# comp_max_min

Figure 1. Signal wires on met2 (comp_max_min).
Bar = 20 µm.
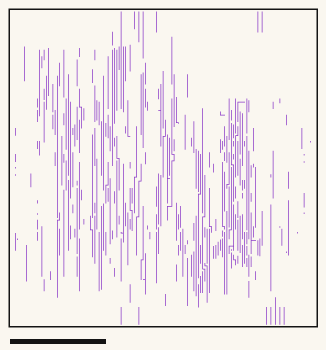

**src/rtl/comp_max_min.sv**
```systemverilog
// Tracks max/min/count of a 4-bit sample burst using one shared external comparator; 3 cycles per sample.
// Backpressure: dado_rdy only in ESPERA. Optional tie counter enabled by `COMP_MAX_MIN_IGUAIS_EN`.
module comp_max_min #(
  parameter int N_CONT = 8
) (
  input  logic              clk,
  input  logic              rst,
  input  logic              start,
  input  logic [3:0]        dado,
  input  logic              dado_val,
  input  logic              dado_ult,
  output logic              dado_rdy,
  output logic [3:0]        cmp_x,
  output logic [3:0]        cmp_y,
  input  logic              cmp_ma,
  input  logic              cmp_me,
  input  logic              cmp_ig,
  output logic [3:0]        maior,
  output logic [3:0]        menor,
  output logic [N_CONT-1:0] cont,
  output logic [N_CONT-1:0] iguais,
  output logic              ocupado,
  output logic              pronto
);

  typedef enum logic [2:0] {OCIOSO, ESPERA, CMP_MAX, CMP_MIN, FIM} state_t;

  localparam logic [N_CONT-1:0] CONT_MAX = '1;
  localparam logic [N_CONT-1:0] CONT_ONE = N_CONT'(1);

  state_t     state, state_nxt;
  logic [3:0] amostra;
  logic       ult;
  logic       prim;

  always_ff @(posedge clk or posedge rst) begin
    if (rst) state <= OCIOSO;
    else     state <= state_nxt;
  end

  always_comb begin
    state_nxt = state;
    dado_rdy  = 1'b0;
    cmp_x     = 4'd0;
    cmp_y     = 4'd0;
    pronto    = 1'b0;
    ocupado   = (state != OCIOSO);
    case (state)
      OCIOSO: if (start) state_nxt = ESPERA;
      ESPERA: begin
        dado_rdy = 1'b1;
        if (dado_val) state_nxt = CMP_MAX;
      end
      CMP_MAX: begin
        cmp_x     = amostra;
        cmp_y     = maior;
        state_nxt = CMP_MIN;
      end
      CMP_MIN: begin
        cmp_x     = amostra;
        cmp_y     = menor;
        state_nxt = ult ? FIM : ESPERA;
      end
      FIM: begin
        pronto    = 1'b1;
        state_nxt = OCIOSO;
      end
      default: state_nxt = OCIOSO;
    endcase
  end

  // The first sample seeds both extremes so its own compares only report equality.
  always_ff @(posedge clk or posedge rst) begin
    if (rst) begin
      amostra <= 4'd0;
      ult     <= 1'b0;
      prim    <= 1'b1;
      maior   <= 4'd0;
      menor   <= 4'd0;
      cont    <= '0;
    end else begin
      case (state)
        OCIOSO: begin
          if (start) begin
            cont <= '0;
            prim <= 1'b1;
          end
        end
        ESPERA: begin
          if (dado_val) begin
            amostra <= dado;
            ult     <= dado_ult;
            if (cont != CONT_MAX) cont <= cont + CONT_ONE;
            if (prim) begin
              maior <= dado;
              menor <= dado;
              prim  <= 1'b0;
            end
          end
        end
        CMP_MAX: if (cmp_ma) maior <= amostra;
        CMP_MIN: if (cmp_me) menor <= amostra;
        default: ;
      endcase
    end
  end

`ifdef COMP_MAX_MIN_IGUAIS_EN
  always_ff @(posedge clk or posedge rst) begin
    if (rst) begin
      iguais <= '0;
    end else if (state == OCIOSO && start) begin
      iguais <= '0;
    end else if (state == CMP_MAX) begin
      if (cmp_ma)                             iguais <= CONT_ONE;
      else if (cmp_ig && iguais != CONT_MAX)  iguais <= iguais + CONT_ONE;
    end
  end
`else
  logic ig_unused;
  assign ig_unused = cmp_ig;
  assign iguais    = '0;
`endif

endmodule

```
**config.mk**
```make
export PLATFORM = sky130hd
export DESIGN_NAME = comp_max_min
export DESIGN_NICKNAME = d
export VERILOG_FILES = /design/src/rtl/comp_max_min.sv
export SDC_FILE = /design/constraint.sdc
export NUM_CORES = 1
export LEC_CHECK = 0
export ABC_CLOCK_PERIOD_IN_PS = 4500
export CAP_MARGIN = 10
export CORE_AREA = 2 2 62 64
export CTS_BUF_LIST = sky130_fd_sc_hd__clkbuf_8
export DETAILED_ROUTE_END_ITERATION = 8
export DIE_AREA = 0 0 64 66
export PLACE_DENSITY = 0.74
export SLEW_MARGIN = 10
export SYNTH_ARGS = -nofsm -noshare
export SYNTH_HDL_FRONTEND = slang
export SYNTH_SLANG_ARGS = --single-unit
```
**constraint.sdc**
```tcl
create_clock -name clk -period 4.5 [get_ports clk]
set_clock_uncertainty 0.2 [all_clocks]
set_input_delay 1.125 -clock clk [delete_from_list [all_inputs] [get_ports clk]]
set_output_delay 1.125 -clock clk [all_outputs]
set_load 0.01 [all_outputs]
```
# unified_mem_arbiter

[src/rtl/unified_mem_arbiter_pkg.sv]
// Shared types for the unified SRAM arbiter: FSM states, grant encoding,
// the captured access record and the physical address mask.
package unified_mem_arbiter_pkg;

    typedef enum logic [1:0] {
        ArbIdle  = 2'd0,
        ArbIssue = 2'd1,
        ArbWait  = 2'd2,
        ArbDone  = 2'd3
    } arb_state_t;

    typedef enum logic {
        GrantIf   = 1'b0,
        GrantData = 1'b1
    } grant_t;

    typedef struct packed {
        logic [31:0] addr;
        logic [3:0]  we;
        logic [31:0] wdata;
    } access_t;

    // kseg0/kseg1 style virtual addresses fold onto the low 512 MB.
    localparam logic [31:0] ADDR_MASK = 32'h1FFF_FFFF;

    function automatic logic [31:0] sram_phys(input logic [31:0] addr);
        return addr & ADDR_MASK;
    endfunction

endpackage

[src/rtl/unified_mem_arbiter_arb_pick.sv]
// Priority pick between fetch and data plus the fetch starvation counter.
// Latency: pick is combinational, counter updates on the arbitration edge; no backpressure.
module unified_mem_arbiter_arb_pick
    import unified_mem_arbiter_pkg::*;
#(
    parameter int STARVE_MAX = 4
) (
    input  logic   clk,
    input  logic   rst,
    input  logic   arb_en,
    input  logic   if_req,
    input  logic   d_req,
    output grant_t grant
);

    localparam logic [3:0] SMAX = 4'(STARVE_MAX);

    logic [3:0] starve_cnt;

    always_comb begin
        grant = GrantData;
        if (if_req && (!d_req || starve_cnt == SMAX)) begin
            grant = GrantIf;
        end
    end

    // Counts arbitrations that fetch lost while both sides were waiting.
    always_ff @(posedge clk or posedge rst) begin
        if (rst) begin
            starve_cnt <= '0;
        end else if (arb_en) begin
            if (grant == GrantIf) begin
                starve_cnt <= '0;
            end else if (if_req && starve_cnt != SMAX) begin
                starve_cnt <= starve_cnt + 4'd1;
            end
        end
    end

endmodule

[src/rtl/unified_mem_arbiter.sv]
// Shares one single-port SRAM between instruction fetch and the data path.
// Latency: ack at LATENCY+2 cycles after the request is seen idle; requesters stall via stallreq_*.
module unified_mem_arbiter
    import unified_mem_arbiter_pkg::*;
#(
    parameter int LATENCY    = 1,
    parameter int STARVE_MAX = 4
) (
    input  logic        clk,
    input  logic        rst,
    input  logic        if_req,
    input  logic [31:0] if_addr,
    output logic [31:0] if_rdata,
    output logic        if_ack,
    input  logic        d_req,
    input  logic [3:0]  d_we,
    input  logic [31:0] d_addr,
    input  logic [31:0] d_wdata,
    output logic [31:0] d_rdata,
    output logic        d_ack,
    output logic        sram_en,
    output logic [3:0]  sram_wen,
    output logic [31:0] sram_addr,
    output logic [31:0] sram_wdata,
    input  logic [31:0] sram_rdata,
    output logic        stallreq_if,
    output logic        stallreq_mem
);

    localparam logic [2:0] WAIT_INIT = 3'(LATENCY - 1);

    arb_state_t state;
    grant_t     grant_q;
    grant_t     pick_grant;
    access_t    pick_acc;
    logic       store_q;
    logic [2:0] wait_cnt;
    logic       arb_en;

    assign arb_en = (state == ArbIdle) && (if_req || d_req);

    unified_mem_arbiter_arb_pick #(
        .STARVE_MAX(STARVE_MAX)
    ) u_arb_pick (
        .clk   (clk),
        .rst   (rst),
        .arb_en(arb_en),
        .if_req(if_req),
        .d_req (d_req),
        .grant (pick_grant)
    );

    always_comb begin
        pick_acc = '{addr: d_addr, we: d_we, wdata: d_wdata};
        if (pick_grant == GrantIf) begin
            pick_acc = '{addr: if_addr, we: 4'h0, wdata: 32'h0};
        end
    end

    assign stallreq_if  = if_req & ~if_ack;
    assign stallreq_mem = d_req & ~d_ack;

    // SRAM command outputs are loaded on the IDLE->ISSUE edge, so they are
    // the latched access registers themselves.
    always_ff @(posedge clk or posedge rst) begin
        if (rst) begin
            state      <= ArbIdle;
            grant_q    <= GrantData;
            store_q    <= 1'b0;
            wait_cnt   <= '0;
            sram_en    <= 1'b0;
            sram_wen   <= '0;
            sram_addr  <= '0;
            sram_wdata <= '0;
            if_ack     <= 1'b0;
            d_ack      <= 1'b0;
            if_rdata   <= '0;
            d_rdata    <= '0;
        end else begin
            sram_en  <= 1'b0;
            sram_wen <= '0;
            if_ack   <= 1'b0;
            d_ack    <= 1'b0;
            case (state)
                ArbIdle: begin
                    if (arb_en) begin
                        grant_q    <= pick_grant;
                        store_q    <= |pick_acc.we;
                        sram_en    <= 1'b1;
                        sram_wen   <= pick_acc.we;
                        sram_addr  <= sram_phys(pick_acc.addr);
                        sram_wdata <= pick_acc.wdata;
                        state      <= ArbIssue;
                    end
                end
                ArbIssue: begin
                    wait_cnt <= WAIT_INIT;
                    state    <= ArbWait;
                end
                ArbWait: begin
                    if (wait_cnt == 3'd0) begin
                        if (grant_q == GrantIf) begin
                            if_rdata <= sram_rdata;
                            if_ack   <= 1'b1;
                        end else begin
                            if (!store_q) begin
                                d_rdata <= sram_rdata;
                            end
                            d_ack <= 1'b1;
                        end
                        state <= ArbDone;
                    end else begin
                        wait_cnt <= wait_cnt - 3'd1;
                    end
                end
                ArbDone: begin
                    state <= ArbIdle;
                end
                default: begin
                    state <= ArbIdle;
                end
            endcase
        end
    end

endmodule

[config.mk]
export PLATFORM = sky130hd
export DESIGN_NAME = unified_mem_arbiter
export DESIGN_NICKNAME = d
export VERILOG_FILES = /design/src/rtl/unified_mem_arbiter_pkg.sv /design/src/rtl/unified_mem_arbiter_arb_pick.sv /design/src/rtl/unified_mem_arbiter.sv
export SDC_FILE = /design/constraint.sdc
export NUM_CORES = 1
export LEC_CHECK = 0
export CAP_MARGIN = 10
export CORE_ASPECT_RATIO = 2
export CORE_MARGIN = 2
export CORE_UTILIZATION = 37
export DETAILED_ROUTE_END_ITERATION = 6
export PLACE_DENSITY = 0.86
export SLEW_MARGIN = 30
export SYNTH_ARGS = -nofsm -noshare
export SYNTH_HDL_FRONTEND = slang
export SYNTH_SLANG_ARGS = --single-unit
[constraint.sdc]
create_clock -name clk -period 4.6 [get_ports clk]
set_input_delay 0.92 -clock clk [delete_from_list [all_inputs] [get_ports clk]]
set_output_delay 0.92 -clock clk [all_outputs]
set_load 0.01 [all_outputs]
# tt_snapshot_shift_ctrl

===== config.mk =====
export PLATFORM = sky130hd
export DESIGN_NAME = tt_snapshot_shift_ctrl
export DESIGN_NICKNAME = d
export VERILOG_FILES = /design/src/rtl/tt_snapshot_shift_ctrl.sv
export SDC_FILE = /design/constraint.sdc
export NUM_CORES = 1
export LEC_CHECK = 0
export ABC_AREA = 1
export ABC_CLOCK_PERIOD_IN_PS = 1900
export CORE_MARGIN = 5
export CORE_UTILIZATION = 52
export CTS_BUF_LIST = sky130_fd_sc_hd__clkbuf_2
export CTS_CLUSTER_DIAMETER = 30
export DETAILED_ROUTE_END_ITERATION = 6
export GPL_ROUTABILITY_DRIVEN = 0
export PLACE_DENSITY = 0.81
export SLEW_MARGIN = 15
export SYNTH_ARGS = -nofsm -noshare
export SYNTH_HDL_FRONTEND = slang
export SYNTH_SLANG_ARGS = --single-unit

===== constraint.sdc =====
create_clock -name clk -period 1.9 [get_ports clk]
set_clock_uncertainty 0.15 [all_clocks]
set_input_delay 0.475 -clock clk [delete_from_list [all_inputs] [get_ports clk]]
set_output_delay 0.475 -clock clk [all_outputs]
set_load 0.01 [all_outputs]

===== src/rtl/tt_snapshot_shift_ctrl.sv =====
// tt_snapshot_shift_ctrl: prescaled snapshot counter that serialises one counter snapshot per request
module tt_snapshot_shift_ctrl #(
  parameter int CNT_W      = 4,
  parameter int DIV_W      = 3,
  parameter int GAP_CYCLES = 2
) (
  input  logic             clk,
  input  logic             rst_n,
  input  logic             en,
  input  logic [DIV_W-1:0] div,
  input  logic             start,
  input  logic             auto_mode,
  input  logic             clr_ovr,
  output logic             sout,
  output logic             frame,
  output logic             busy,
  output logic             done,
  output logic             overrun,
  output logic [CNT_W-1:0] cnt
);
  localparam logic [1:0] IDLE = 2'd0, LOAD = 2'd1, SHIFT = 2'd2, GAP = 2'd3;
  localparam int IW = $clog2(CNT_W > GAP_CYCLES ? CNT_W : GAP_CYCLES);
  logic [1:0]       state;
  logic [DIV_W-1:0] pre;
  logic [CNT_W-1:0] shreg;
  logic [IW-1:0]    idx;
  logic             tick, req;
  assign tick  = en && pre == div;
  assign req   = start | (auto_mode & tick);
  assign busy  = state != IDLE;
  assign frame = state == SHIFT;
  assign sout  = frame & shreg[CNT_W-1];
  assign done  = state == GAP && idx == '0;
  // idx is shared: bit index while shifting, remaining gap cycles afterwards
  always_ff @(posedge clk or negedge rst_n) begin
    if (!rst_n) begin
      state   <= IDLE;
      pre     <= '0;
      cnt     <= '0;
      shreg   <= '0;
      idx     <= '0;
      overrun <= 1'b0;
    end else begin
      pre     <= tick ? '0 : en ? pre + 1'b1 : pre;
      cnt     <= cnt + CNT_W'(tick);
      overrun <= (req & busy) | (overrun & ~clr_ovr);
      case (state)
        IDLE: if (req) state <= LOAD;
        LOAD: begin
          shreg <= cnt;
          idx   <= IW'(CNT_W - 1);
          state <= SHIFT;
        end
        SHIFT: begin
          shreg <= shreg << 1;
          idx   <= idx - 1'b1;
          if (idx == '0) begin
            state <= GAP;
            idx   <= IW'(GAP_CYCLES - 1);
          end
        end
        default: begin
          idx <= idx - 1'b1;
          if (idx == '0) state <= IDLE;
        end
      endcase
    end
  end
endmodule


# keypad_scanner_flat

### src/rtl/keypad_scanner_pkg.sv
// Shared types and constants for the keypad scanner slice.
// Latency: n/a (types, constants and one pure helper function).
// Backpressure: n/a.
package keypad_scanner_pkg;

    localparam int ROWS = 4;
    localparam int COLS = 4;

    typedef enum logic [1:0] {
        IDLE,
        PRESS_DB,
        HELD,
        RELEASE_DB
    } kp_state_e;

    typedef enum logic [1:0] {
        SCAN_NONE,
        SCAN_ONE,
        SCAN_MULTI
    } scan_kind_e;

    typedef struct packed {
        scan_kind_e kind;
        logic [3:0] code;
    } scan_res_t;

    // cnt saturates at 2, so any value >= 2 means "ambiguous".
    function automatic scan_res_t classify(input logic [1:0] cnt, input logic [3:0] code);
        scan_res_t r;
        r.code = code;
        case (cnt)
            2'd0:    r.kind = SCAN_NONE;
            2'd1:    r.kind = SCAN_ONE;
            default: r.kind = SCAN_MULTI;
        endcase
        return r;
    endfunction

endpackage

### src/rtl/keypad_scanner_if.sv
// Key event bus from the scanner to the control logic.
// Latency: n/a (wires only); master drives, slave observes.
// Backpressure: none, key_valid is a one-cycle strobe that is never stalled.
// Optional entry_num exists only when KEYPAD_ENTRY_EN is defined.
interface keypad_scanner_if;
    logic        key_valid;
    logic [3:0]  key_code;
    logic        key_held;
`ifdef KEYPAD_ENTRY_EN
    logic [31:0] entry_num;
`endif

    modport master (
        output key_valid,
        output key_code,
        output key_held
`ifdef KEYPAD_ENTRY_EN
        , output entry_num
`endif
    );

    modport slave (
        input key_valid,
        input key_code,
        input key_held
`ifdef KEYPAD_ENTRY_EN
        , input entry_num
`endif
    );
endinterface

### src/rtl/keypad_scanner_sync2.sv
// Two-flop synchronizer, W bits wide, for asynchronous pin inputs.
// Latency: 2 clk cycles.
// Backpressure: none.
// Ports: clk, rst (sync, active-high), d (async in), q (synchronized out).
module keypad_scanner_sync2 #(
    parameter int           W         = 4,
    parameter logic [W-1:0] RST_VAL   = '1
) (
    input  logic         clk,
    input  logic         rst,
    input  logic [W-1:0] d,
    output logic [W-1:0] q
);
    logic [W-1:0] meta;

    always_ff @(posedge clk) begin
        if (rst) begin
            meta <= RST_VAL;
            q    <= RST_VAL;
        end else begin
            meta <= d;
            q    <= meta;
        end
    end
endmodule

### src/rtl/keypad_scanner.sv
// 4x4 active-low keypad scanner: row mux, debounce, single-key decode, press strobe.
// Latency: key_valid one cycle after the scan that completes DEBOUNCE_SCANS clean scans.
// Backpressure: none, one-cycle key_valid strobe per accepted press.
// Ports: clk, rst (sync, active-high), row_n (row drive), col_n (async column sense),
//        kp (key_valid/key_code/key_held, plus entry_num when KEYPAD_ENTRY_EN is defined).
module keypad_scanner
    import keypad_scanner_pkg::*;
#(
    parameter int ROW_DIV_W      = 10,
    parameter int DEBOUNCE_SCANS = 4
) (
    input  logic                clk,
    input  logic                rst,
    output logic [ROWS-1:0]     row_n,
    input  logic [COLS-1:0]     col_n,
    keypad_scanner_if.master    kp
);
    localparam logic [3:0] DB_N = 4'(DEBOUNCE_SCANS);

    logic [ROW_DIV_W-1:0] div_cnt;
    logic [1:0]           row_idx;
    logic [COLS-1:0]      col_s;

    logic [1:0]           acc_cnt, acc_cnt_nxt;
    logic [3:0]           acc_first, acc_first_nxt;
    scan_res_t            scan_res;

    kp_state_e            state;
    logic [3:0]           db_cnt;
    logic [3:0]           cand;
    logic                 key_valid_q;
    logic [3:0]           key_code_q;
    logic                 key_held_q;

    // Sampling on the last cycle of a row gives the pins and synchronizer a
    // full row period to settle after the drive changes.
    wire row_end  = &div_cnt;
    wire scan_end = row_end && (row_idx == 2'd3);

    keypad_scanner_sync2 #(.W(COLS), .RST_VAL({COLS{1'b1}})) u_col_sync (
        .clk (clk),
        .rst (rst),
        .d   (col_n),
        .q   (col_s)
    );

    always_ff @(posedge clk) begin
        if (rst) begin
            div_cnt <= '0;
            row_idx <= 2'd0;
            row_n   <= 4'b1110;
        end else begin
            div_cnt <= div_cnt + 1'b1;
            if (row_end) begin
                row_idx <= row_idx + 2'd1;
                row_n   <= ~(4'b0001 << (row_idx + 2'd1));
            end
        end
    end

    // Fold this row's columns into the running scan; first hit in scan order wins.
    always_comb begin
        acc_cnt_nxt   = acc_cnt;
        acc_first_nxt = acc_first;
        for (int c = 0; c < COLS; c++) begin
            if (!col_s[c]) begin
                if (acc_cnt_nxt == 2'd0)
                    acc_first_nxt = {row_idx, 2'(c)};
                if (acc_cnt_nxt != 2'd2)
                    acc_cnt_nxt = acc_cnt_nxt + 2'd1;
            end
        end
        scan_res = classify(acc_cnt_nxt, acc_first_nxt);
    end

    always_ff @(posedge clk) begin
        if (rst) begin
            acc_cnt   <= 2'd0;
            acc_first <= 4'h0;
        end else if (row_end) begin
            if (scan_end) begin
                acc_cnt   <= 2'd0;
                acc_first <= 4'h0;
            end else begin
                acc_cnt   <= acc_cnt_nxt;
                acc_first <= acc_first_nxt;
            end
        end
    end

`ifdef KEYPAD_ENTRY_EN
    logic [31:0] entry_q;
`endif

    always_ff @(posedge clk) begin
        if (rst) begin
            state       <= IDLE;
            db_cnt      <= 4'd0;
            cand        <= 4'h0;
            key_valid_q <= 1'b0;
            key_code_q  <= 4'h0;
            key_held_q  <= 1'b0;
`ifdef KEYPAD_ENTRY_EN
            entry_q     <= 32'h0;
`endif
        end else begin
            key_valid_q <= 1'b0;
            if (scan_end) begin
                case (state)
                    IDLE: begin
                        if (scan_res.kind == SCAN_ONE) begin
                            cand <= scan_res.code;
                            if (DB_N == 4'd1) begin
                                key_code_q  <= scan_res.code;
                                key_valid_q <= 1'b1;
                                key_held_q  <= 1'b1;
                                state       <= HELD;
`ifdef KEYPAD_ENTRY_EN
                                entry_q     <= {entry_q[27:0], scan_res.code};
`endif
                            end else begin
                                db_cnt <= 4'd1;
                                state  <= PRESS_DB;
                            end
                        end
                    end
                    PRESS_DB: begin
                        if (scan_res.kind == SCAN_ONE && scan_res.code == cand) begin
                            if (db_cnt + 4'd1 == DB_N) begin
                                key_code_q  <= cand;
                                key_valid_q <= 1'b1;
                                key_held_q  <= 1'b1;
                                state       <= HELD;
`ifdef KEYPAD_ENTRY_EN
                                entry_q     <= {entry_q[27:0], cand};
`endif
                            end else begin
                                db_cnt <= db_cnt + 4'd1;
                            end
                        end else begin
                            state <= IDLE;
                        end
                    end
                    HELD: begin
                        // Any key activity (even a different or ambiguous one) keeps the hold.
                        if (scan_res.kind == SCAN_NONE) begin
                            if (DB_N == 4'd1) begin
                                key_held_q <= 1'b0;
                                state      <= IDLE;
                            end else begin
                                db_cnt <= 4'd1;
                                state  <= RELEASE_DB;
                            end
                        end
                    end
                    RELEASE_DB: begin
                        if (scan_res.kind == SCAN_NONE) begin
                            if (db_cnt + 4'd1 == DB_N) begin
                                key_held_q <= 1'b0;
                                state      <= IDLE;
                            end else begin
                                db_cnt <= db_cnt + 4'd1;
                            end
                        end else begin
                            state <= HELD;
                        end
                    end
                    default: state <= IDLE;
                endcase
            end
        end
    end

    assign kp.key_valid = key_valid_q;
    assign kp.key_code  = key_code_q;
    assign kp.key_held  = key_held_q;
`ifdef KEYPAD_ENTRY_EN
    assign kp.entry_num = entry_q;
`endif

endmodule

### src/flat_wrapper.sv
// flat-port wrapper written by rule: the top's interface ports become plain ports
module keypad_scanner_flat import keypad_scanner_pkg::*;
#(
    parameter int ROW_DIV_W      = 10,
    parameter int DEBOUNCE_SCANS = 4
)
  (clk, rst, row_n, col_n, kp_key_valid, kp_key_code, kp_key_held);
  keypad_scanner_if kp_i ();
  input  logic clk;
  input  logic rst;
  output logic [ROWS-1:0] row_n;
  input  logic [COLS-1:0] col_n;
  output wire logic [$bits(kp_i.key_valid)-1:0] kp_key_valid;
  output wire logic [$bits(kp_i.key_code)-1:0] kp_key_code;
  output wire logic [$bits(kp_i.key_held)-1:0] kp_key_held;
  assign kp_key_valid = kp_i.key_valid;
  assign kp_key_code = kp_i.key_code;
  assign kp_key_held = kp_i.key_held;
  keypad_scanner #(.ROW_DIV_W(ROW_DIV_W), .DEBOUNCE_SCANS(DEBOUNCE_SCANS)) u_core (.clk(clk), .rst(rst), .row_n(row_n), .col_n(col_n), .kp(kp_i));
endmodule
### config.mk
export PLATFORM = sky130hd
export DESIGN_NAME = keypad_scanner_flat
export DESIGN_NICKNAME = d
export VERILOG_FILES = /design/src/rtl/keypad_scanner_pkg.sv /design/src/rtl/keypad_scanner_if.sv /design/src/rtl/keypad_scanner_sync2.sv /design/src/rtl/keypad_scanner.sv /design/src/flat_wrapper.sv
export SDC_FILE = /design/constraint.sdc
export NUM_CORES = 1
export LEC_CHECK = 0
export CAP_MARGIN = 10
export CORE_UTILIZATION = 35
export CTS_CLUSTER_DIAMETER = 50
export DETAILED_ROUTE_END_ITERATION = 12
export PLACE_DENSITY_LB_ADDON = 0.2
export REMOVE_ABC_BUFFERS = 1
export SKIP_CTS_REPAIR_TIMING = 1
export SKIP_LAST_GASP = 1
export SYNTH_ARGS = -nofsm -noshare
export SYNTH_HDL_FRONTEND = slang
export SYNTH_SLANG_ARGS = --single-unit
### constraint.sdc
create_clock -name clk -period 9.76 [get_ports clk]
set_clock_uncertainty 0.2 [all_clocks]
set_input_delay 1.952 -clock clk [delete_from_list [all_inputs] [get_ports clk]]
set_output_delay 1.952 -clock clk [all_outputs]
set_load 0.01 [all_outputs]
# mips_rf_write_arbiter

### config.mk
export PLATFORM = sky130hd
export DESIGN_NAME = mips_rf_write_arbiter
export DESIGN_NICKNAME = d
export VERILOG_FILES = /design/src/rtl/mips_rf_write_arbiter.sv
export SDC_FILE = /design/constraint.sdc
export NUM_CORES = 1
export LEC_CHECK = 0
export ABC_AREA = 0
export CAP_MARGIN = 20
export CELL_PAD_IN_SITES_DETAIL_PLACEMENT = 1
export CELL_PAD_IN_SITES_GLOBAL_PLACEMENT = 1
export CORE_MARGIN = 3
export CORE_UTILIZATION = 26
export CTS_BUF_LIST = sky130_fd_sc_hd__clkbuf_16
export CTS_CLUSTER_DIAMETER = 60
export DETAILED_ROUTE_END_ITERATION = 7
export PLACE_DENSITY_LB_ADDON = 0.3
export SYNTH_ARGS = -nofsm -noshare
export SYNTH_HDL_FRONTEND = slang
export SYNTH_SLANG_ARGS = --single-unit
### constraint.sdc
create_clock -name clk -period 2.9 [get_ports clk]
set_input_delay 0.725 -clock clk [delete_from_list [all_inputs] [get_ports clk]]
set_output_delay 0.725 -clock clk [all_outputs]
set_load 0.005 [all_outputs]
### src/rtl/mips_rf_write_arbiter.sv
// mips_rf_write_arbiter
// Shares the single MIPS register-file write port among NREQ writeback
// requesters using round-robin arbitration. After reset an INIT phase can
// zero-fill all 32 registers (CLEAR_ON_RESET=1) before any request is granted.
//
// Handshake: requester i presents req_valid[i] with stable req_addr/req_data;
// a transfer happens in a cycle where req_valid[i] && req_ready[i]. req_ready
// is combinational, one-hot-or-zero, and never asserted in INIT or under hold.
// The accepted write appears on rf_wen/rf_wa/rf_wd exactly one cycle later.
//
// Optional build macro: MIPS_RF_ARB_R0_FILTER_EN -- requests to register 0
// are accepted normally but do not assert rf_wen (INIT clear of r0 still runs).
module mips_rf_write_arbiter #(
  parameter int NREQ           = 3,
  parameter int AWL            = 5,
  parameter int DWL            = 32,
  parameter int CLEAR_ON_RESET = 1,
  localparam int GW            = (NREQ > 1) ? $clog2(NREQ) : 1
) (
  input  logic                clk,
  input  logic                rst_n,
  input  logic                hold,
  input  logic [NREQ-1:0]     req_valid,
  input  logic [NREQ*AWL-1:0] req_addr,
  input  logic [NREQ*DWL-1:0] req_data,
  output logic [NREQ-1:0]     req_ready,
  output logic                rf_wen,
  output logic [AWL-1:0]      rf_wa,
  output logic [DWL-1:0]      rf_wd,
  output logic [GW-1:0]       grant_id,
  output logic                init_done
);

  typedef enum logic {
    ST_INIT = 1'b0,
    ST_RUN  = 1'b1
  } state_t;

  state_t         state_q, state_d;
  logic [4:0]     clr_cnt_q, clr_cnt_d;
  logic [GW-1:0]  ptr_q, ptr_d;

  logic           wen_d;
  logic [AWL-1:0] wa_d;
  logic [DWL-1:0] wd_d;
  logic [GW-1:0]  gid_d;

  logic           found;
  logic [GW-1:0]  gnt_idx;
  logic [GW:0]    scan_idx;
  logic           xfer;
  logic [AWL-1:0] sel_addr;
  logic [DWL-1:0] sel_data;
  logic           sel_wen;

  // Round-robin search: first valid requester starting at the pointer.
  always_comb begin
    found    = 1'b0;
    gnt_idx  = '0;
    scan_idx = '0;
    for (int k = 0; k < NREQ; k++) begin
      scan_idx = {1'b0, ptr_q} + (GW+1)'(k);
      if (scan_idx >= (GW+1)'(NREQ)) begin
        scan_idx = scan_idx - (GW+1)'(NREQ);
      end
      if (!found && req_valid[scan_idx[GW-1:0]]) begin
        found   = 1'b1;
        gnt_idx = scan_idx[GW-1:0];
      end
    end
  end

  // Grant is only offered in RUN and while hold is low.
  always_comb begin
    req_ready = '0;
    xfer      = 1'b0;
    if (state_q == ST_RUN && !hold && found) begin
      req_ready[gnt_idx] = 1'b1;
      xfer               = 1'b1;
    end
  end

  // Select the granted requester's payload and decide whether it writes.
  always_comb begin
    sel_addr = req_addr[gnt_idx*AWL +: AWL];
    sel_data = req_data[gnt_idx*DWL +: DWL];
`ifdef MIPS_RF_ARB_R0_FILTER_EN
    sel_wen  = (sel_addr != '0);
`else
    sel_wen  = 1'b1;
`endif
  end

  // Next-state and next-output logic for the INIT/RUN controller.
  always_comb begin
    state_d   = state_q;
    clr_cnt_d = clr_cnt_q;
    ptr_d     = ptr_q;
    wen_d     = 1'b0;
    wa_d      = rf_wa;
    wd_d      = rf_wd;
    gid_d     = grant_id;
    case (state_q)
      ST_INIT: begin
        if (CLEAR_ON_RESET != 0) begin
          wen_d     = 1'b1;
          wa_d      = AWL'(clr_cnt_q);
          wd_d      = '0;
          clr_cnt_d = clr_cnt_q + 5'd1;
          if (clr_cnt_q == 5'd31) begin
            state_d = ST_RUN;
          end
        end else begin
          state_d = ST_RUN;
        end
      end
      ST_RUN: begin
        if (xfer) begin
          wen_d = sel_wen;
          wa_d  = sel_addr;
          wd_d  = sel_data;
          gid_d = gnt_idx;
          ptr_d = (gnt_idx == GW'(NREQ-1)) ? '0 : gnt_idx + GW'(1);
        end
      end
      default: begin
        state_d = ST_INIT;
      end
    endcase
  end

  // Controller state register.
  always_ff @(posedge clk or negedge rst_n) begin
    if (!rst_n) begin
      state_q   <= ST_INIT;
      clr_cnt_q <= '0;
      ptr_q     <= '0;
      init_done <= 1'b0;
    end else begin
      state_q   <= state_d;
      clr_cnt_q <= clr_cnt_d;
      ptr_q     <= ptr_d;
      init_done <= (state_d == ST_RUN);
    end
  end

  // Registered write port toward the register file.
  always_ff @(posedge clk or negedge rst_n) begin
    if (!rst_n) begin
      rf_wen   <= 1'b0;
      rf_wa    <= '0;
      rf_wd    <= '0;
      grant_id <= '0;
    end else begin
      rf_wen   <= wen_d;
      rf_wa    <= wa_d;
      rf_wd    <= wd_d;
      grant_id <= gid_d;
    end
  end

endmodule

Figure 2. The metal 3 layer (comp_max_min).
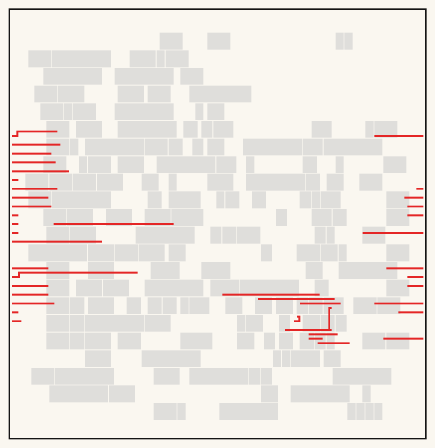
main direction: horizontal
nets with wire on the layer: 39
longest straight run: 18.2 µm
share of all routed wire: 6.6%

## Picture notes: Figure 1
main direction: vertical
share of all routed wire: 51%
wire length on this layer: 1,830 µm
longest straight run: 29.6 µm
nets with wire on the layer: 175

==> notes.md, comp_max_min <==
This note records the results obtained with Yosys and OpenROAD.

Layout
The register with the most flip-flops in the final layout is cont. The number of non-clock inverters is 5. The number of antenna diodes in the final layout is 0.

The combinational gate area is 803 µm². The proportion of layout cells with a drive suffix above 1 is 17.8%. The clock buffer count in the final layout is 3. The final cell count without fillers is 228. The library cells used most frequently in the layout, excluding fill and tap cells, are 37 x clkdlybuf4s50_1, 24 x dfrtp_1, 22 x mux2_2. The layout report lists the clock-cell share of area as 2.33%. In the final design, more cell area goes to combinational gates than to any other class.

The number of fillers in the final layout is 321.

STA
In the final timing run, aggregate negative setup slack is 0 ps. The portion of the clock cycle consumed by the worst path in the final layout is 74.7%. The relative slew slack is 35.4%. The shortest clock period the worst path allows after layout is 3360 ps.

Per the finish-stage timing summary, setup violations number 0. The highest attainable clock frequency is 0.298 GHz.

Setup path
The cell family contributing the most delay on the critical path is buffers and inverters. The critical path class is flop to primary output. The number of cells on the critical path is 2. Measured in cells, the most critical reg-to-reg path has a length of 3. In this run the worst path has a maximum fanout of 16.

Per STA, the startpoint of the critical path is state[1].

CTS
The number of gates resized after cts is 0. The tree built by TritonCTS fans out to 25 sinks. TritonCTS built the clock tree. Post-CTS timing repair inserted 0 buffers for setup. CTS added clock buffers totalling 3. The skew report gives the latency at the later pin of the worst-skew pair as 260 ps. The root buffer cell chosen for the clock tree is clkbuf_8.

Floorplan
The count of inserted tapcells is 48. The floorplan step set the die width to 64 µm. The number of rows in the core area is 22. The die outline area is 0.00422 mm². The area of the core region is 0.00355 mm².

Power
The share of total power in combinational logic is 55.3%. The flow reports power dissipated in sequential cells as 453 µW. The cell area power density is 677 mW/mm². The combinational power is 722 µW.

Placement
At the placement stage, the worst setup path has a slack of 1470 ps. The area of placed instances is 0.00189 mm². The cell count after placement is 224.

Routing
The post-route met1 wirelength is 1510 µm. The detailed-routed wire length on met3 is 236 µm. The met2 layer wire length in the routed design is 1830 µm. The wire length recorded after detailed routing is 3590 µm. The number of search-and-repair iterations in the first detailed-routing pass is 4.

Global route
The first global-routing pass estimated 5910 µm of wire. Entering global routing, the biggest net connects 26 pins.

Flow run
The number of OpenROAD warnings is 27.

Min path
Counting instances, the worst hold path has a depth of 1. For hold timing, the worst endpoint is state[0].

Logic synthesis
The count of state elements after synthesis is 25. The number of distinct standard cells referenced by the synthesized netlist is 43. The commonest cells after synthesis are 24 x dfrtp_1, 22 x mux2_2, 10 x buf_4. The complex-gate fraction of the synthesized area is 11.6%. The multiplexer area fraction after synthesis is 19.6%. The cell count after synthesis came out at 146.

After synthesis, the mean cell area works out to 10.4 µm². Among all flip-flop cells after synthesis, the most frequent one is dfrtp_1.

Status
The run finished with clean final reports.
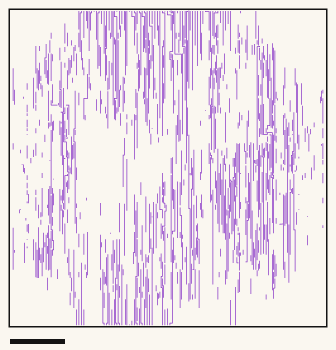
Figure 3: mips_rf_write_arbiter, signal wires on met2.
Bar = 20 µm.
main direction: vertical
wire length on this layer: 6,090 µm

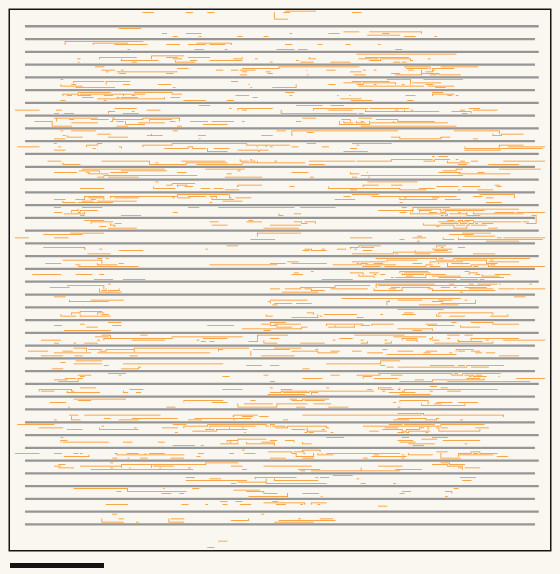
Figure 4: mips_rf_write_arbiter, metal 1.
Bar = 20 µm. Supply wires on this layer in gray.
wire length on this layer: 4,340 µm
nets with wire on the layer: 533
share of all routed wire: 39%

==> notes.md, mips_rf_write_arbiter <==
This note records the results obtained with Yosys and OpenROAD.

Layout
Cells fill 46.3% of the core in the end. The layout buffer count excluding clock buffers is 205. Buffers outside the clock tree occupy 36.9% of the routed design's cell area.

CTS
Post-CTS repair ended up resizing 47 cells. The number of buffers created by CTS is 5. The master cell of the clock root buffer is clkbuf_16.

The clock H-tree reported by CTS has 2 levels.

Floorplan
The floorplan step set the die height to 115 µm. The region available for standard cell placement spans 0.0115 mm². The die is 115 µm wide.

Status
The flow ran to the end, but the final reports show violations. The checks that failed: setup timing.

Logic synthesis
Averaged over all synthesized cells, the footprint is 10.4 µm². The Yosys step of the flow raised 0 warnings. The gate count after technology mapping is 297. After Yosys synthesis, full adders, half adders and majority gates account for 2.43% of the synthesized area. The area share of the largest cell type after synthesis is 38.9%.

The post-synthesis net count is 420. The count of state elements after synthesis is 48.

Power
The net switching power is 2.05 mW. For the combinational group, total power comes out at 3.59 mW.

Routing
The first TritonRoute pass finished after 3 iterations. The final wirelength is 11,200 µm. In this run the remaining antenna-violating nets after routing total 0.

The post-route met1 wirelength is 4340 µm. The met2 layer wire length in the routed design is 6090 µm.

Setup path
Per the timing report, the most critical flop-to-flop path finishes at rf_wd[9].

Global route
The met3 track demand over resource in global routing is 4.05%.

STA
The minimum setup slack in the final design is -114 ps. Endpoints with negative setup slack in the final report add up to 3.
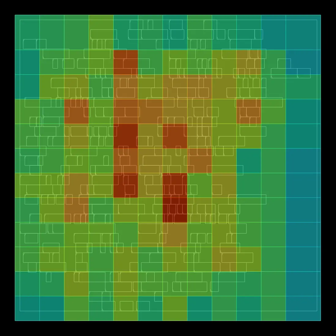
Figure 5: keypad_scanner_flat, congestion heat map.
final design utilization: 40.8%
met2 routing resource usage after global routing: 24.7%
WL/cell: 12.6 µm
met3 Resource Use GR: 2.60%

==> notes.md, keypad_scanner_flat <==
This note records the results obtained with Yosys and OpenROAD.

Power
The biggest slice of the total power is consumed by registers. The combinational power is 28.5 µW. The peak supply drop is 88.2 µV. In this run, the combinational gates consume 8.4% of the power. Power spread over the standard cell area amounts to 123 mW/mm².

Layout
Per the final report, the share of cell area in non-clock buffers is 5.68%. The post-synthesis to final-layout area growth is 13.2%. After the flow finishes, the layout carries non-filler instances totaling 385.

The layout report lists the combined flip-flop and latch area as 921 µm². The proportion of cell area spent on the clock network is 3.43%. The combinational gate area is 0.00145 mm².

The leading cell category by total area is combinational gates. For this run, the script counts the antenna cells in the layout as 0.

CTS
For reference, the clock transition at the flip-flops on the worst setup and hold paths is 80 ps. The tree built by TritonCTS fans out to 46 sinks. In this run the clock root is driven by a clkbuf_8.

Floorplan
The area of the core region is 0.00679 mm². The effective utilization at floorplan is 36.1%. The die outline area is 0.00734 mm².

The count of inserted tapcells is 96. The height of the chip is 85.7 µm. The initialized floorplan defines 30 standard-cell rows.

Setup path
Tracing the worst setup path back leads to its startpoint at u_core.acc_cnt[0]. The cell family contributing the most delay on the critical path is simple AND/OR/NAND/NOR gates. The worst-case reg-to-reg setup slack stands at 5370 ps. The critical-path cell with the highest stage delay is a31oi_1.

The arrival time at the worst endpoint is 4380 ps.

Placement
Prior to clock tree synthesis, the placed netlist has a worst setup slack of 5350 ps. The area of placed instances is 0.00268 mm².

Logic synthesis
The library cell with the largest summed area after synthesis is dfxtp_1. After synthesis, the cell types taking the most area are dfxtp_1 38%, nor2_1 5.7%, ha_1 5.1%. The flip-flop cell with the highest count after synthesis is dfxtp_1.

Yosys shows that the main logic family after synthesis is simple AND/OR/NAND/NOR gates. For reference, the top cells by count after synthesis are 46 x dfxtp_1, 37 x nor2_1, 25 x nand2_1, 16 x a21oi_1, 10 x ha_1. The average footprint of a synthesized cell is 8.88 µm². The chip area in the Yosys report is 0.00245 mm². The count of synthesis-stage warnings from yosys is 0.

Routing
The met2 layer wire length in the routed design is 2310 µm. The number of search-and-repair iterations in the first detailed-routing pass is 4. The violation tally recorded at the end of detailed-routing iteration 0 is 77. The highest routed metal layer is met4.

Global route
The busiest metal layer after global routing is met2. The aggregate global routing overflow is 0. Global routing consumed, on the met1 layer, 17.4% of the routing resources.

Status
The flow ran to the end, and the final reports show no timing, DRC or antenna violations.

Flow run
Across the run, the number of max-cap violations was 0.

STA
In the final timing run, aggregate negative setup slack is 0 ps.

Min path
STA reports the tightest min-delay check as being of type flop to flop. The startpoint of the worst hold path is u_core.u_col_sync.meta[3].
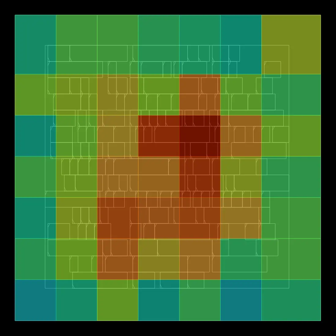
Figure 6: tt_snapshot_shift_ctrl, congestion heat map.
met2 routing resource usage after global routing: 34.1%
WL/cell: 13.1 µm

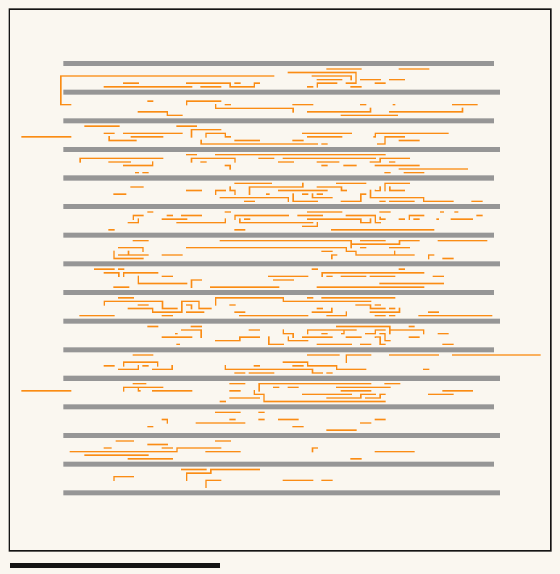
Figure 7: tt_snapshot_shift_ctrl, metal 1.
Bar = 20 µm. Supply wires on this layer in gray.
wire length on this layer: 828 µm
main direction: horizontal

==> notes.md, tt_snapshot_shift_ctrl <==
This note records the results obtained with Yosys and OpenROAD.

CTS
The TritonCTS clock tree is done. Gates resized during post-CTS repair numbered 15. The master cell of the clock root buffer is clkbuf_2.

Setup path
The report puts the cell count of the worst reg-to-reg path at 7. Looking at the critical path, the single cell with the biggest stage delay is dfrtp_1.

Routing
Per the detailed-route log, wirelength across all metal layers totals 2170 µm. The detailed router reports a met3 wire length of 122 µm.

Layout
In the layout the commonest cells are 25 x nand2_1, 21 x buf_4, 15 x dfrtp_1. The final instance area is 0.00129 mm². Of the total standard cell area in the layout, the sequential portion is 31.1%. The total number of nets in the final design is 168.

STA
The pin slew with the least headroom to its limit is 268 ps.

Power
The power consumed by sequential cells is 617 µW.

Logic synthesis
Yosys printed 0 warnings. The biggest combinational cell group after synthesis is simple AND/OR/NAND/NOR gates. The adder-cell share of the synthesized area is 12.7%. The post-synthesis share of cell area spent on and, or, nand and nor gates is 22.5%. The most numerous cell in the Yosys netlist is nand2_1.

The complex-gate fraction of the synthesized area is 9.58%. The multiplexer area fraction after synthesis is 0%.

Min path
The tightest min-delay check is of the primary input to asynchronous set/reset pin type.

Global route
met3 track demand over resource after global routing is 4.37%.

Status
The run finished with clean final reports.
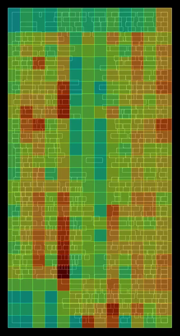
Figure 8: unified_mem_arbiter, congestion heat map.
total track usage: 20.1%
final design utilization: 60.4%
global routing's busiest layer: met2
met3 Resource Use GR: 9.25%

==> notes.md, unified_mem_arbiter <==
This note records the results obtained with Yosys and OpenROAD.

Placement
OpenSTA, run right after detailed placement, puts the worst setup slack at 1280 ps. The placed instances occupy a cell area of 0.00850 mm². The final weighted congestion in routability-driven placement is 0.742.

Logic synthesis
The count of synthesis-stage warnings from yosys is 0. Per Yosys stat, the portion of area used by sequential elements is 63.1%. The post-synth count of flops with an enable pin is 0. The post-synth register bit count is 143. In this run, the synthesized area fraction spent on and/or/nand/nor cells is recorded as 6.28%.

The adder-cell share of the synthesized area is 1.76%. In the post-synthesis netlist, the biggest area contributors are dfrtp_1 63%, mux2_2 13%, o221a_2 5.0%.

Routing
After the first detailed-routing iteration, the DRC count stood at 158. The final wirelength is 16,200 µm. Signal nets in the final route climb as high as met4. According to the report, the first pass of detailed routing completed in 5 iterations.

Layout
The combinational fraction of the cell area is 21.1%. Per the layout report, the design carries 22 clock buffers. The library cells used most frequently in the layout, excluding fill and tap cells, are 263 x clkdlybuf4s50_1, 142 x dfrtp_1, 65 x mux2_2. Relative to the synthesized area, the layout overhead comes to 61.2%. The final antenna diode count is 0. The design has 143 sequential cells. The final cell count without fillers is 866.

The number of fillers in the final layout is 1,151.

Power
The sequential share of power is 33.6%. The switching portion of total power comes to 29.8%. For this design the ratio of total power to cell area is 707 mW/mm². The flow reports power dissipated in the clock network as 1.51 mW.

The power consumed by sequential cells is 2.17 mW. Per the power-grid run, VDD falls by no more than 313 µV. The internal portion of the total power is 4.54 mW.

Flow run
The number of OpenROAD warnings is 38. The tool flagged a number of max-cap violations equal to 0.

Setup path
Per the timing report, the most critical flop-to-flop path originates at state[0]. The element type at the critical path end is a primary output. Per STA, the worst path is made up of clkdlybuf4s50_1 > nor2b_1 > clkdlybuf4s50_1.

CTS
The number of buffers created by CTS is 17.

Status
The flow ran to the end, and the final reports show no timing, DRC or antenna violations.

Min path
STA reports the tightest min-delay check as being of type flop to flop. The endpoint of the worst hold-timing path is store_q.

==> gallery <==
Clock distribution.
Plate I
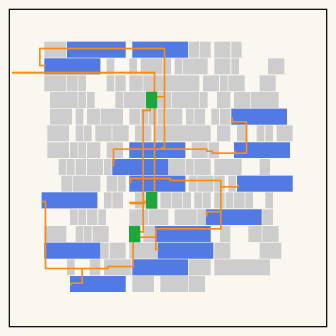
Plate II
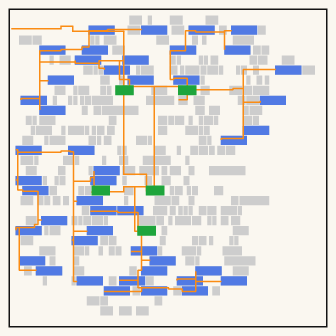
Plate III
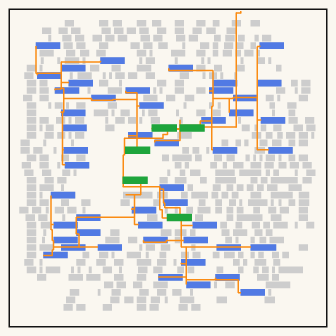
Plate IV
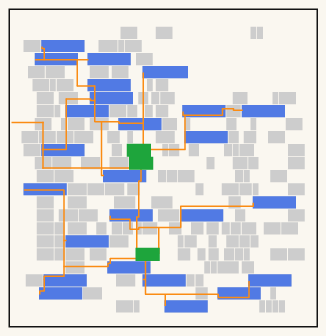
- Plate II = keypad_scanner_flat
- Plate III = mips_rf_write_arbiter
- Plate I = tt_snapshot_shift_ctrl
- Plate IV = comp_max_min


# uib_arbiter

### src/rtl/uib_arbiter.sv
// Round-robin arbiter sharing one uib master slot between NMASTER upstream masters.
// A grant is held for a whole transaction; a stalled slave is released after TIMEOUT cycles.
module uib_arbiter #(
    parameter int NMASTER = 2,
    parameter int XLEN    = 32,
    parameter int AW      = 28,
    parameter int NW      = 4,
    parameter int TIMEOUT = 255
) (
    input  logic                           clk,
    input  logic                           rst,
    input  logic [NMASTER-1:0]             up_req,
    input  logic [NMASTER-1:0]             up_wen,
    input  logic [NMASTER-1:0][AW-1:0]     up_addr,
    input  logic [NMASTER-1:0][NW-1:0]     up_num,
    input  logic [NMASTER-1:0][2:0]        up_mode,
    input  logic [NMASTER-1:0][XLEN-1:0]   up_dat_o,
    output logic [XLEN-1:0]                up_dat_i,
    output logic [NMASTER-1:0]             up_ready,
    output logic                           dn_req,
    output logic                           dn_wen,
    output logic [AW-1:0]                  dn_addr,
    output logic [NW-1:0]                  dn_num,
    output logic [2:0]                     dn_mode,
    output logic [XLEN-1:0]                dn_dat_o,
    input  logic [XLEN-1:0]                dn_dat_i,
    input  logic                           dn_ready,
    output logic [NMASTER-1:0]             grant,
    output logic                           busy,
    output logic                           tmo_err
);

    localparam int PW = $clog2(NMASTER);
    localparam int CW = $clog2(TIMEOUT + 1);
    localparam logic [CW-1:0] CNT_LAST = CW'(TIMEOUT - 1);
    localparam logic [PW-1:0] PTR_LAST = PW'(NMASTER - 1);

    typedef enum logic {
        IDLE = 1'b0,
        BUSY = 1'b1
    } state_t;

    state_t              state;
    logic [PW-1:0]       ptr;
    logic [CW-1:0]       cnt;

    logic [NMASTER-1:0]  sel_grant;
    logic                sel_found;
    logic [PW-1:0]       own;
    logic                own_req;
    logic [PW-1:0]       ptr_next;
    logic                tmo_fire;

    // Round-robin pick: first requester at or above ptr, wrapping to 0.
    always_comb begin
        sel_grant = '0;
        sel_found = 1'b0;
        for (int k = 0; k < NMASTER; k++) begin
            for (int i = 0; i < NMASTER; i++) begin
                if ((i == ((int'(ptr) + k) % NMASTER)) && !sel_found && up_req[i]) begin
                    sel_found    = 1'b1;
                    sel_grant[i] = 1'b1;
                end else begin
                    sel_found = sel_found;
                end
            end
        end
    end

    // Decode the current owner index and its live request.
    always_comb begin
        own     = '0;
        own_req = 1'b0;
        for (int i = 0; i < NMASTER; i++) begin
            if (grant[i]) begin
                own     = PW'(i);
                own_req = up_req[i];
            end else begin
                own     = own;
            end
        end
        if (own == PTR_LAST) begin
            ptr_next = '0;
        end else begin
            ptr_next = own + PW'(1);
        end
    end

    // A real dn_ready or an abort both take precedence over the terminal count.
    assign tmo_fire = (state == BUSY) && own_req && !dn_ready && (cnt == CNT_LAST);

    // Downstream mux and upstream completion routing, driven only while BUSY.
    always_comb begin
        dn_req   = 1'b0;
        dn_wen   = 1'b0;
        dn_addr  = '0;
        dn_num   = '0;
        dn_mode  = 3'b000;
        dn_dat_o = '0;
        for (int i = 0; i < NMASTER; i++) begin
            if ((state == BUSY) && grant[i]) begin
                dn_req   = up_req[i];
                dn_wen   = up_wen[i];
                dn_addr  = up_addr[i];
                dn_num   = up_num[i];
                dn_mode  = up_mode[i];
                dn_dat_o = up_dat_o[i];
            end else begin
                dn_req = dn_req;
            end
        end
        if ((state == BUSY) && (dn_ready || tmo_fire)) begin
            up_ready = grant;
        end else begin
            up_ready = '0;
        end
        if (tmo_fire) begin
            up_dat_i = '0;
        end else begin
            up_dat_i = dn_dat_i;
        end
    end

    assign busy = (state == BUSY);

    // Arbitration FSM: grant, round-robin pointer, timeout counter, sticky error.
    always_ff @(posedge clk) begin
        if (rst) begin
            state   <= IDLE;
            grant   <= '0;
            ptr     <= '0;
            cnt     <= '0;
            tmo_err <= 1'b0;
        end else begin
            case (state)
                IDLE: begin
                    if (|up_req) begin
                        grant <= sel_grant;
                        cnt   <= '0;
                        state <= BUSY;
                    end else begin
                        grant <= '0;
                    end
                end
                BUSY: begin
                    if (dn_ready) begin
                        state <= IDLE;
                        grant <= '0;
                        ptr   <= ptr_next;
                    end else if (!own_req) begin
                        // Abort keeps ptr so the aborting master retains priority.
                        state <= IDLE;
                        grant <= '0;
                    end else if (cnt == CNT_LAST) begin
                        state   <= IDLE;
                        grant   <= '0;
                        ptr     <= ptr_next;
                        tmo_err <= 1'b1;
                    end else begin
                        cnt <= cnt + CW'(1);
                    end
                end
                default: begin
                    state <= IDLE;
                    grant <= '0;
                end
            endcase
        end
    end

endmodule
### config.mk
export PLATFORM = sky130hd
export DESIGN_NAME = uib_arbiter
export DESIGN_NICKNAME = d
export VERILOG_FILES = /design/src/rtl/uib_arbiter.sv
export SDC_FILE = /design/constraint.sdc
export NUM_CORES = 1
export LEC_CHECK = 0
export CAP_MARGIN = 40
export CORE_AREA = 2 2 109 111
export DETAILED_ROUTE_END_ITERATION = 16
export DIE_AREA = 0 0 111 113
export PLACE_DENSITY = 0.67
export SYNTH_ARGS = -nofsm -noshare
export SYNTH_HDL_FRONTEND = slang
export SYNTH_SLANG_ARGS = --single-unit
### constraint.sdc
create_clock -name clk -period 2 [get_ports clk]
set_input_delay 0.2 -clock clk [delete_from_list [all_inputs] [get_ports clk]]
set_output_delay 0.2 -clock clk [all_outputs]
set_load 0.005 [all_outputs]
==> notes.md <==
This note records the results obtained with Yosys and OpenROAD.

Setup path
The timing report shows the most common cell along the critical path to be buf_4. The largest stage delay on the critical path is 500 ps.

Power
The group with the largest share of power is combinational cells.

Layout
The number of fillers in the final layout is 1,104. The post-layout utilization of the core is 44.4%. The fraction of cell area in sequential cells is reported as 5.32%.

Flow run
The number of OpenROAD warnings is 29.

STA
The shortest clock period the worst path allows after layout is 2110 ps. Once routing completed, OpenROAD measured the worst setup slack at -107 ps. Per the finish-stage timing summary, setup violations number 26. The portion of the clock cycle consumed by the worst path in the final layout is 105%. The highest attainable clock frequency is 0.475 GHz.

Routing
In this run the top signal layer used is met4. Nets still carrying antenna violations after routing amount to 0. The post-route met1 wirelength is 4430 µm. The script logs the mean routed wire length per placed instance as 17.3 µm.

Logic synthesis
The adder-cell share of the synthesized area is 1.54%. Counting instances in the post-synthesis netlist gives the leading cell types as 69 x a22o_1, 33 x and2_1, 16 x clkbuf_1, 13 x dfxtp_1, 7 x nand3_1. Summed over its instances, the top area cell type makes up 37.1% of the synthesized netlist area. The post-synthesis net count is 380.

CTS
The clock insertion delay at the later pin of the skew report is 240 ps. The number of buffers created by CTS is 3.

Floorplan
The share of the core area taken by cells at floorplan is 14.5%. According to the floorplan report, the total die area is 0.0125 mm².

Status
The checks that failed: setup timing. The run finished, with violations left.

Global route
Global routing consumed, over all layers together, 14.9% of the routing resources. Global routing used 17.1% of the available met1 tracks.
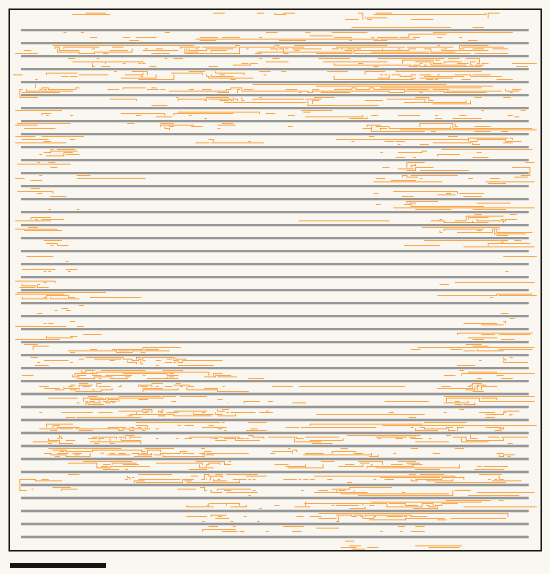
Figure 9: uib_arbiter, metal 1.
Bar = 20 µm. Supply wires on this layer in gray.
wire length on this layer: 4,430 µm
main direction: horizontal
share of all routed wire: 40%
longest straight run: 40.5 µm

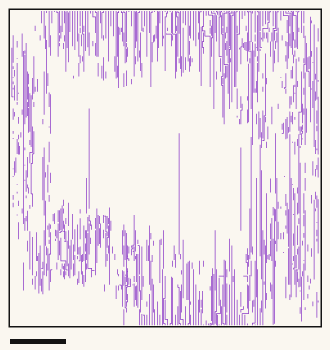
Figure 10: uib_arbiter, signal wires on met2.
Bar = 20 µm.
wire length on this layer: 5,880 µm
main direction: vertical
longest straight run: 61.7 µm



==> gallery <==
The metal 3 layer.
image #1
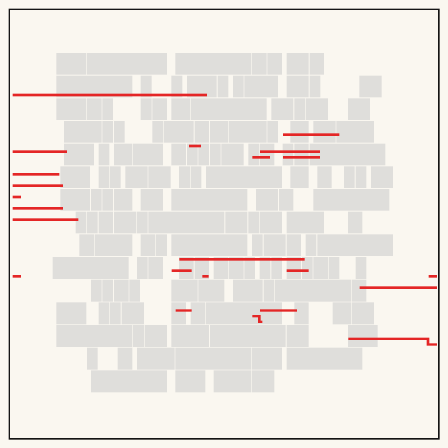
image #2
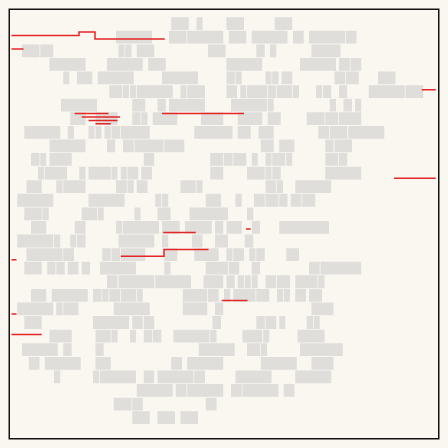
image #3
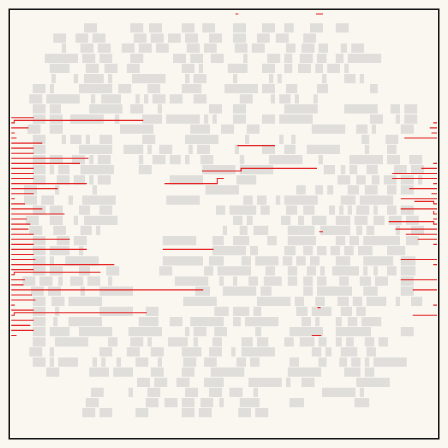
image #4
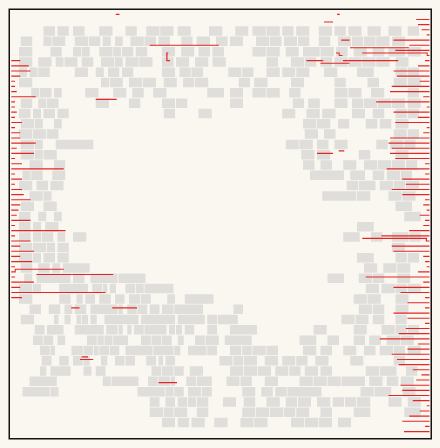
image #5
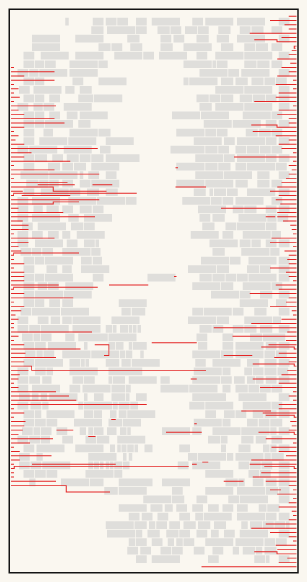
Image #2 comes from keypad_scanner_flat.
Image #4 comes from uib_arbiter.
Image #3 comes from mips_rf_write_arbiter.
Image #1 comes from tt_snapshot_shift_ctrl.
Image #5 comes from unified_mem_arbiter.

Power is estimated from default activity; no workload was simulated.
